# block 1

Fig. 1: block 1, signal wires by layer
Scale: 6 px per micron. Only two layers are drawn.
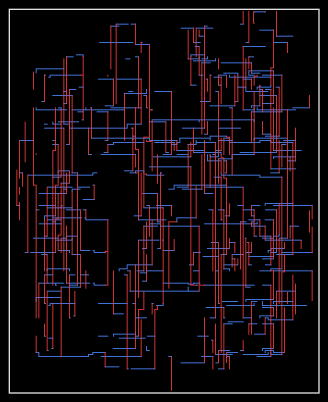

--- src/rtl/blink_multi.sv ---
// blink_multi: multi-channel active-low LED driver (off / on / blink / PWM per channel).
// Latency: led and pwm_wrap are registered; the state before the edge decides each new value.
// Backpressure: none. Duty writes are accepted every cycle; an out-of-range wr_ch is dropped.
//
// Ports:
//   clk       system clock, rising edge
//   rst       synchronous active-high reset
//   mode      per-channel mode, channel i at [2i+1:2i]: 00 off, 01 on, 10 blink, 11 pwm
//   wr_en     one-cycle duty write strobe
//   wr_ch     channel index for the duty write (ignored when >= CH)
//   wr_duty   duty value, W bits
//   led       LED pins, active-low (0 = lit)
//   pwm_wrap  one-cycle pulse in the cycle the PWM counter holds 0
//
// Build option: define BLINK_MULTI_PHASE_EN to give odd-index blink channels the inverted
// phase, so adjacent channels alternate.
module blink_multi #(
  parameter int CH   = 3,
  parameter int CDIV = 3,
  parameter int W    = 4,
  localparam int CHW = (CH > 1) ? $clog2(CH) : 1,
  localparam int PW  = $clog2(CDIV + 1)
) (
  input  logic              clk,
  input  logic              rst,
  input  logic [2*CH-1:0]   mode,
  input  logic              wr_en,
  input  logic [CHW-1:0]    wr_ch,
  input  logic [W-1:0]      wr_duty,
  output logic [CH-1:0]     led,
  output logic              pwm_wrap
);

  logic [PW-1:0] pre;
  logic          phase;
  logic [W-1:0]  cnt;
  logic [W-1:0]  pend [CH];
  logic [W-1:0]  act  [CH];

  logic          pre_tick;
  logic          phase_nxt;
  logic          wrap;
  logic          wr_ok;
  logic [CH-1:0] lit;

  always_comb begin
    pre_tick  = (pre == PW'(CDIV));
    // Blink output follows the phase as it is after this edge, so a tick shows on led
    // in the same edge that toggles the phase.
    phase_nxt = phase ^ pre_tick;
    wrap      = (cnt == {W{1'b1}});
    wr_ok     = wr_en && ({1'b0, wr_ch} < (CHW + 1)'(CH));
    lit       = '0;
    for (int i = 0; i < CH; i++) begin
      case (mode[2*i +: 2])
        2'b00: lit[i] = 1'b0;
        2'b01: lit[i] = 1'b1;
`ifdef BLINK_MULTI_PHASE_EN
        2'b10: lit[i] = phase_nxt ^ ((i % 2) == 1);
`else
        2'b10: lit[i] = phase_nxt;
`endif
        default: lit[i] = (cnt < act[i]);
      endcase
    end
  end

  always_ff @(posedge clk) begin
    if (rst) begin
      pre      <= '0;
      phase    <= 1'b0;
      cnt      <= '0;
      pwm_wrap <= 1'b0;
      led      <= '1;
      for (int i = 0; i < CH; i++) begin
        pend[i] <= '0;
        act[i]  <= '0;
      end
    end else begin
      pre      <= pre_tick ? PW'(1) : pre + PW'(1);
      phase    <= phase_nxt;
      cnt      <= cnt + W'(1);
      pwm_wrap <= wrap;
      led      <= ~lit;
      // Active duties only change at the wrap edge so a period never mixes two duties.
      // A write in the wrap cycle lands in pending after the copy has taken the old value.
      if (wrap) begin
        for (int i = 0; i < CH; i++) begin
          act[i] <= pend[i];
        end
      end
      if (wr_ok) begin
        pend[wr_ch] <= wr_duty;
      end
    end
  end

endmodule

--- config.mk ---
export PLATFORM = sky130hd
export DESIGN_NAME = blink_multi
export DESIGN_NICKNAME = d
export VERILOG_FILES = /design/src/rtl/blink_multi.sv
export SDC_FILE = /design/constraint.sdc
export NUM_CORES = 1
export LEC_CHECK = 0
export CAP_MARGIN = 20
export CORE_ASPECT_RATIO = 1.25
export CORE_UTILIZATION = 54
export DETAILED_ROUTE_END_ITERATION = 6
export PLACE_DENSITY = 0.77
export SKIP_CTS_REPAIR_TIMING = 1
export SYNTH_ARGS = -nofsm -noshare
export SYNTH_HDL_FRONTEND = slang
export SYNTH_SLANG_ARGS = --single-unit
--- constraint.sdc ---
create_clock -name clk -period 2.5 [get_ports clk]
set_clock_uncertainty 0.1 [all_clocks]
set_input_delay 0.5 -clock clk [delete_from_list [all_inputs] [get_ports clk]]
set_output_delay 0.5 -clock clk [all_outputs]
set_load 0.05 [all_outputs]
# block 2

===== src/rtl/instr_issue_if.sv =====
// Issue-sequencer bus bundle: instruction-memory read port, issue handshake and branch resolution.
interface instr_issue_if #(
    parameter int unsigned PC_W    = 8,
    parameter int unsigned INSTR_W = 8
);
    logic               ImemRd;
    logic [PC_W-1:0]    ImemAddr;
    logic [INSTR_W-1:0] ImemData;
    logic [1:0]         Op;
    logic [1:0]         Rs;
    logic [1:0]         Rt;
    logic [1:0]         Imm;
    logic               IssueValid;
    logic               IssueReady;
    logic               BrValid;
    logic               BrTaken;

    modport master (
        output ImemRd, ImemAddr, Op, Rs, Rt, Imm, IssueValid,
        input  ImemData, IssueReady, BrValid, BrTaken
    );

    modport slave (
        input  ImemRd, ImemAddr, Op, Rs, Rt, Imm, IssueValid,
        output ImemData, IssueReady, BrValid, BrTaken
    );
endinterface


===== src/rtl/instr_issue.sv =====
// Instruction fetch/issue sequencer with branch stall; optional perf counters under INSTR_ISSUE_PERF_EN.
// Memory data arrives the cycle after ImemRd, so ISSUE captures it on its first cycle, then raises IssueValid.
module instr_issue #(
    parameter int unsigned PC_W    = 8,
    parameter int unsigned INSTR_W = 8
) (
    input  logic                Clk,
    input  logic                Clear_n,
    input  logic                Start,
    input  logic                Stop,
    output logic                Busy,
    instr_issue_if.master       bus
`ifdef INSTR_ISSUE_PERF_EN
    ,
    output logic [15:0]         IssueCount,
    output logic [15:0]         BrTakenCount
`endif
);
    localparam int unsigned OP_HI  = INSTR_W - 1;
    localparam int unsigned RS_HI  = INSTR_W - 3;
    localparam int unsigned RT_HI  = INSTR_W - 5;
    localparam int unsigned IMM_HI = INSTR_W - 7;
    localparam logic [1:0]  OP_BR  = 2'b11;

    typedef enum logic [1:0] {IDLE, FETCH, ISSUE, BR_WAIT} state_t;

    state_t          state;
    logic [PC_W-1:0] pc;
    logic [PC_W-1:0] pc_inc_c;
    logic [PC_W-1:0] pc_nxt_c;
    logic            accept_c;

    assign accept_c = bus.IssueValid && bus.IssueReady;

    // Next PC at an instruction boundary: sequential, or branch target when taken in BR_WAIT.
    always_comb begin
        pc_inc_c = pc + PC_W'(1);
        pc_nxt_c = pc_inc_c;
        if (state == BR_WAIT && bus.BrTaken)
            pc_nxt_c = pc_inc_c + {{(PC_W-2){bus.Imm[1]}}, bus.Imm};
    end

    always_ff @(posedge Clk or negedge Clear_n) begin
        if (!Clear_n) begin
            state          <= IDLE;
            pc             <= '0;
            bus.ImemRd     <= 1'b0;
            bus.ImemAddr   <= '0;
            bus.Op         <= 2'b00;
            bus.Rs         <= 2'b00;
            bus.Rt         <= 2'b00;
            bus.Imm        <= 2'b00;
            bus.IssueValid <= 1'b0;
            Busy           <= 1'b0;
        end else begin
            case (state)
                IDLE: begin
                    if (Start) begin
                        pc           <= '0;
                        bus.ImemAddr <= '0;
                        bus.ImemRd   <= 1'b1;
                        Busy         <= 1'b1;
                        state        <= FETCH;
                    end
                end
                FETCH: begin
                    bus.ImemRd <= 1'b0;
                    state      <= ISSUE;
                end
                ISSUE: begin
                    if (!bus.IssueValid) begin
                        bus.Op         <= bus.ImemData[OP_HI  -: 2];
                        bus.Rs         <= bus.ImemData[RS_HI  -: 2];
                        bus.Rt         <= bus.ImemData[RT_HI  -: 2];
                        bus.Imm        <= bus.ImemData[IMM_HI -: 2];
                        bus.IssueValid <= 1'b1;
                    end else if (accept_c) begin
                        bus.IssueValid <= 1'b0;
                        if (bus.Op == OP_BR) begin
                            state <= BR_WAIT;
                        end else begin
                            pc <= pc_nxt_c;
                            if (Stop) begin
                                Busy  <= 1'b0;
                                state <= IDLE;
                            end else begin
                                bus.ImemAddr <= pc_nxt_c;
                                bus.ImemRd   <= 1'b1;
                                state        <= FETCH;
                            end
                        end
                    end
                end
                BR_WAIT: begin
                    if (bus.BrValid) begin
                        pc <= pc_nxt_c;
                        if (Stop) begin
                            Busy  <= 1'b0;
                            state <= IDLE;
                        end else begin
                            bus.ImemAddr <= pc_nxt_c;
                            bus.ImemRd   <= 1'b1;
                            state        <= FETCH;
                        end
                    end
                end
                default: state <= IDLE;
            endcase
        end
    end

`ifdef INSTR_ISSUE_PERF_EN
    // Saturating event counters.
    always_ff @(posedge Clk or negedge Clear_n) begin
        if (!Clear_n) begin
            IssueCount   <= 16'd0;
            BrTakenCount <= 16'd0;
        end else begin
            if (accept_c && IssueCount != 16'hFFFF)
                IssueCount <= IssueCount + 16'd1;
            if (state == BR_WAIT && bus.BrValid && bus.BrTaken && BrTakenCount != 16'hFFFF)
                BrTakenCount <= BrTakenCount + 16'd1;
        end
    end
`endif

endmodule


===== src/flat_wrapper.sv =====
// flat-port wrapper written by rule: the top's interface ports become plain ports
module instr_issue_flat 
#(
    parameter int unsigned PC_W    = 8,
    parameter int unsigned INSTR_W = 8
)
  (Clk, Clear_n, Start, Stop, Busy, bus_ImemRd, bus_ImemAddr, bus_Op, bus_Rs, bus_Rt, bus_Imm, bus_IssueValid, bus_ImemData, bus_IssueReady, bus_BrValid, bus_BrTaken);
  instr_issue_if #(.PC_W(PC_W), .INSTR_W(INSTR_W)) bus_i ();
  input  logic Clk;
  input  logic Clear_n;
  input  logic Start;
  input  logic Stop;
  output logic Busy;
  output wire logic [$bits(bus_i.ImemRd)-1:0] bus_ImemRd;
  output wire logic [$bits(bus_i.ImemAddr)-1:0] bus_ImemAddr;
  output wire logic [$bits(bus_i.Op)-1:0] bus_Op;
  output wire logic [$bits(bus_i.Rs)-1:0] bus_Rs;
  output wire logic [$bits(bus_i.Rt)-1:0] bus_Rt;
  output wire logic [$bits(bus_i.Imm)-1:0] bus_Imm;
  output wire logic [$bits(bus_i.IssueValid)-1:0] bus_IssueValid;
  input wire logic [$bits(bus_i.ImemData)-1:0] bus_ImemData;
  input wire logic [$bits(bus_i.IssueReady)-1:0] bus_IssueReady;
  input wire logic [$bits(bus_i.BrValid)-1:0] bus_BrValid;
  input wire logic [$bits(bus_i.BrTaken)-1:0] bus_BrTaken;
  assign bus_ImemRd = bus_i.ImemRd;
  assign bus_ImemAddr = bus_i.ImemAddr;
  assign bus_Op = bus_i.Op;
  assign bus_Rs = bus_i.Rs;
  assign bus_Rt = bus_i.Rt;
  assign bus_Imm = bus_i.Imm;
  assign bus_IssueValid = bus_i.IssueValid;
  assign bus_i.ImemData = bus_ImemData;
  assign bus_i.IssueReady = bus_IssueReady;
  assign bus_i.BrValid = bus_BrValid;
  assign bus_i.BrTaken = bus_BrTaken;
  instr_issue #(.PC_W(PC_W), .INSTR_W(INSTR_W)) u_core (.Clk(Clk), .Clear_n(Clear_n), .Start(Start), .Stop(Stop), .Busy(Busy), .bus(bus_i));
endmodule

===== config.mk =====
export PLATFORM = sky130hd
export DESIGN_NAME = instr_issue_flat
export DESIGN_NICKNAME = d
export VERILOG_FILES = /design/src/rtl/instr_issue_if.sv /design/src/rtl/instr_issue.sv /design/src/flat_wrapper.sv
export SDC_FILE = /design/constraint.sdc
export NUM_CORES = 1
export LEC_CHECK = 0
export ABC_AREA = 1
export CAP_MARGIN = 15
export CORE_MARGIN = 2
export CORE_UTILIZATION = 40
export CTS_CLUSTER_SIZE = 12
export DETAILED_ROUTE_END_ITERATION = 10
export GPL_TIMING_DRIVEN = 0
export PLACE_DENSITY_LB_ADDON = 0.15
export SLEW_MARGIN = 20
export SYNTH_ARGS = -nofsm -noshare
export SYNTH_HDL_FRONTEND = slang
export SYNTH_SLANG_ARGS = --single-unit

===== constraint.sdc =====
create_clock -name Clk -period 5.69 [get_ports Clk]
set_input_delay 0.8535 -clock Clk [delete_from_list [all_inputs] [get_ports Clk]]
set_output_delay 0.8535 -clock Clk [all_outputs]
set_load 0.01 [all_outputs]

Fig. 2: block 2, signal wires by layer
Scale: 6 px per micron. Only two layers are drawn.
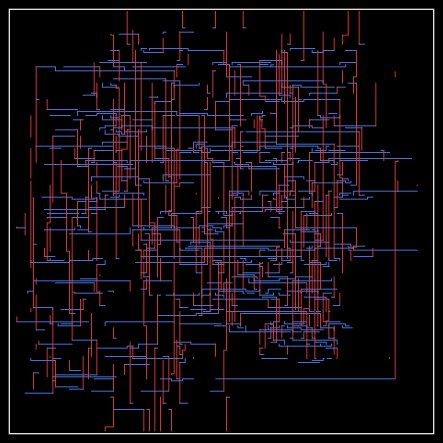
- blue: metal 1 (wire length 1690 microns)
- red: metal 2 (wire length 1840 microns)

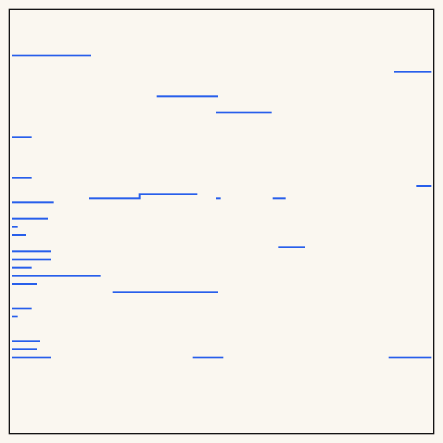
Fig. 3. The metal 3 layer (block 2).
Scale: 6 px per micron.
- nets with wire on the layer: 23
- longest straight run: 17.2 microns
- main direction: horizontal

==> flow_summary.toml, block 2 <==
# flow metrics
[status]
result_of_the_run = "finished, final reports clean"

[pwr]
power_of_the_clock_network_uw = 225
comb-power_uw = 868

[critical_path]
worstPathCellList = "ha_1 > nand2_1 > inv_1 > nand4_1 > xor2_1 > inv_1 > ha_1 > nand2_1 > inv_1 > a21oi_1 > nand3_1 > nand3_1 > nand2_1 > nand4_1 > nand2_1"
timing.critical_path.mode_cell = "sky130_fd_sc_hd__nand2_1"

[layout]
n_antenna_cell = 0
area_share_clock_buf_inv_pct = 5.116
seqAreaFraction_pct = 31.90
comb_share_pct = 40.15

[yosys]
synthCells = 214
synth-seq-cells = 29
enable_flop_cells = 0
synth.top_cell.area_share_pct = 41.05
synth.net_count = 238
synth.top_cells.by_count = "sky130_fd_sc_hd__nand2_1, sky130_fd_sc_hd__dfrtp_1, sky130_fd_sc_hd__inv_1, sky130_fd_sc_hd__nor2_1, sky130_fd_sc_hd__o21ai_0"
logic_family = "simple AND/OR/NAND/NOR gates"

[detailed_routing]
met3_length_microns = 166
detail_route.iter0.violations = 84
vias = 1498

[sta]
maxSlewViolCount = 0
timing.final.hold_violations = 0
totalNegativeSetupSlack_ns = 0

[placed_design]
place.gp.congestion = 0.8407
post-place-ws_ns = 3.274

[global_routing]
grt_util_met2_pct = 27.36
gr-total-overflow = 0

[clock_tree]
cts.root.buffer_cell = "sky130_fd_sc_hd__clkbuf_8"
post-cts-setup-buffers = 0
## block 2: how the worst max path moves through the flow
stage / slack (ns) / start / to
floorplan: 3.61 / u_core.pc[0] / u_core.bus.ImemAddr[7]
global placement: 3.17 / Clear_n / u_core.state[1]
detailed placement: 3.27 / u_core.pc[0] / u_core.bus.ImemAddr[7]
CTS: 3.25 / u_core.pc[0] / u_core.bus.ImemAddr[7]
global route: 3.10 / u_core.pc[0] / u_core.pc[7]
finish: 3.26 / u_core.pc[0] / u_core.bus.ImemAddr[7]
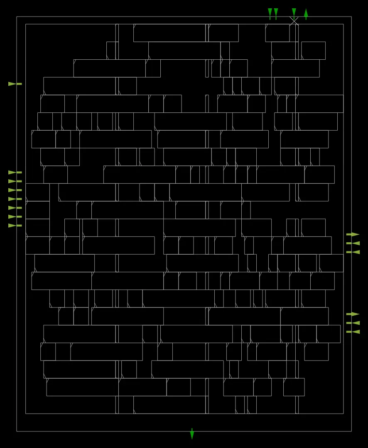
Fig. 4. Cell placement (block 1).
Layout Utilization: 65.48%
Placeable Area: 2918 sq um
count of fill cells added during filler insertion: 241
num sequential: 35

Notes on Fig. 1 above:
- red: metal 2 (wire length 1440 microns)
- blue: metal 1 (wire length 856 microns)

==> flow_summary.toml, block 1 <==
# flow metrics
[status]
result_of_the_run = "finished, violations left"
violations = "design-rule violations"

[critical_path]
critical_path.reg2reg.endpoint = "act[0][7]"
crit_path_top_delay_cell = "sky130_fd_sc_hd__clkdlybuf4s50_1"

[layout]
logic_area_sq_um = 643.1
register_area_sq_um = 940.9
finish.net_count = 182

[pwr]
power.share.switching_pct = 23.64
share_clk_of_total_power_pct = 25.2
seq_cell_power_uw = 669

[floorplanning]
floorplan.die.height_microns = 63.72

[detailed_routing]
route.layer.met1.wl_microns = 856
drcViolationCount = 1

[yosys]
synth-seq-cells = 35
area_leaders = "sky130_fd_sc_hd__edfxtp_1, sky130_fd_sc_hd__dfxtp_1, sky130_fd_sc_hd__and2_1"

[placed_design]
post-place-cells = 184

[global_routing]
grt_first_pass_wirelength_microns = 4257
[block 1: logic make-up (layout without fill, tap and decap cells)]
logic type               Yosys count  after routing  synth area share [%]
AND/OR/NAND/NOR                   59             59                 24.03
flip-flops                        35             35                 57.19
adder cells (fa/ha/maj)           12             12                 9.125
XOR/XNOR                           3              3                 2.054
buffers and inverters             13             38                 3.726
AND-OR/OR-AND                      9              9                 3.878
[block 1: registers in the layout (all words and copies together), names as in the netlist]
signal	count
pend	12
pwm_wrap	1
cnt	4
act	12
phase	1
pre	2
led	3

## Gallery

Placed cells, one color a class.
Scale: 4 px per micron.
Plate I
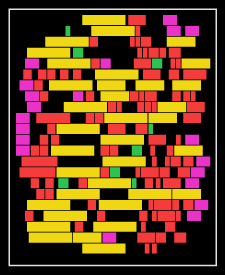
Plate II
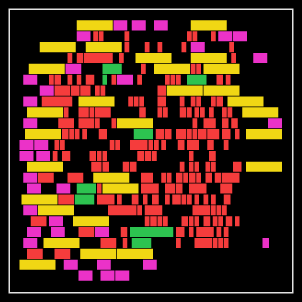
- Plate I = block 1
- Plate II = block 2
- most cells: Plate II
- largest die: Plate II



==> notes/layouts.md <==
Pictures saved along the way, in no particular order.

Register map, names as in the netlist.
shot_01.png
Scale: 10 px per micron.
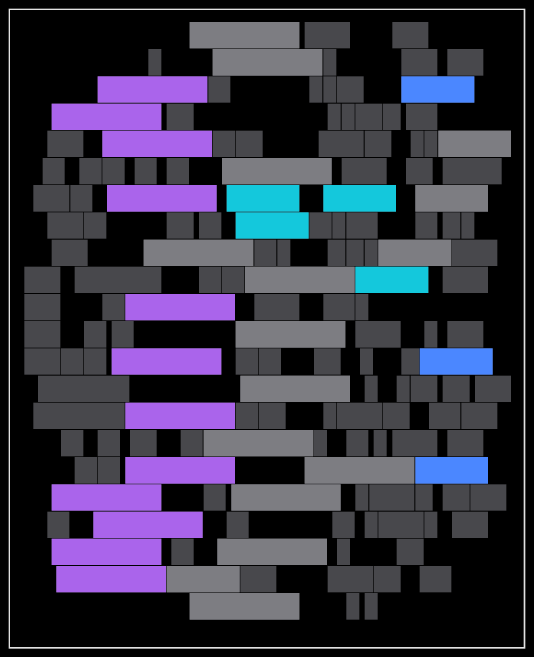
shot_02.png
Scale: 8 px per micron.
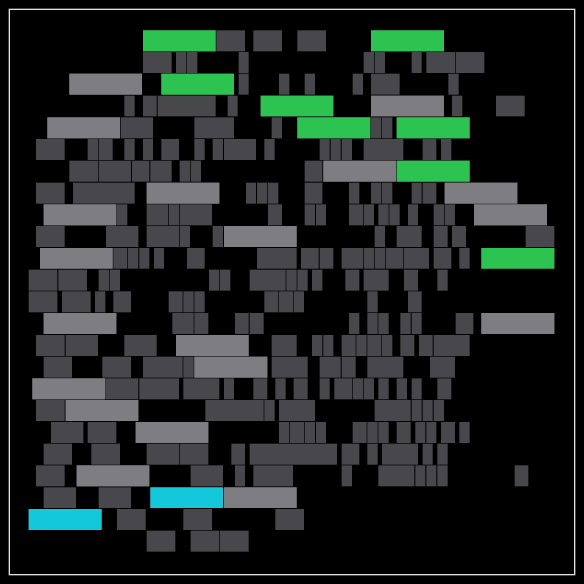
- shot_02.png = block 2
- shot_01.png = block 1

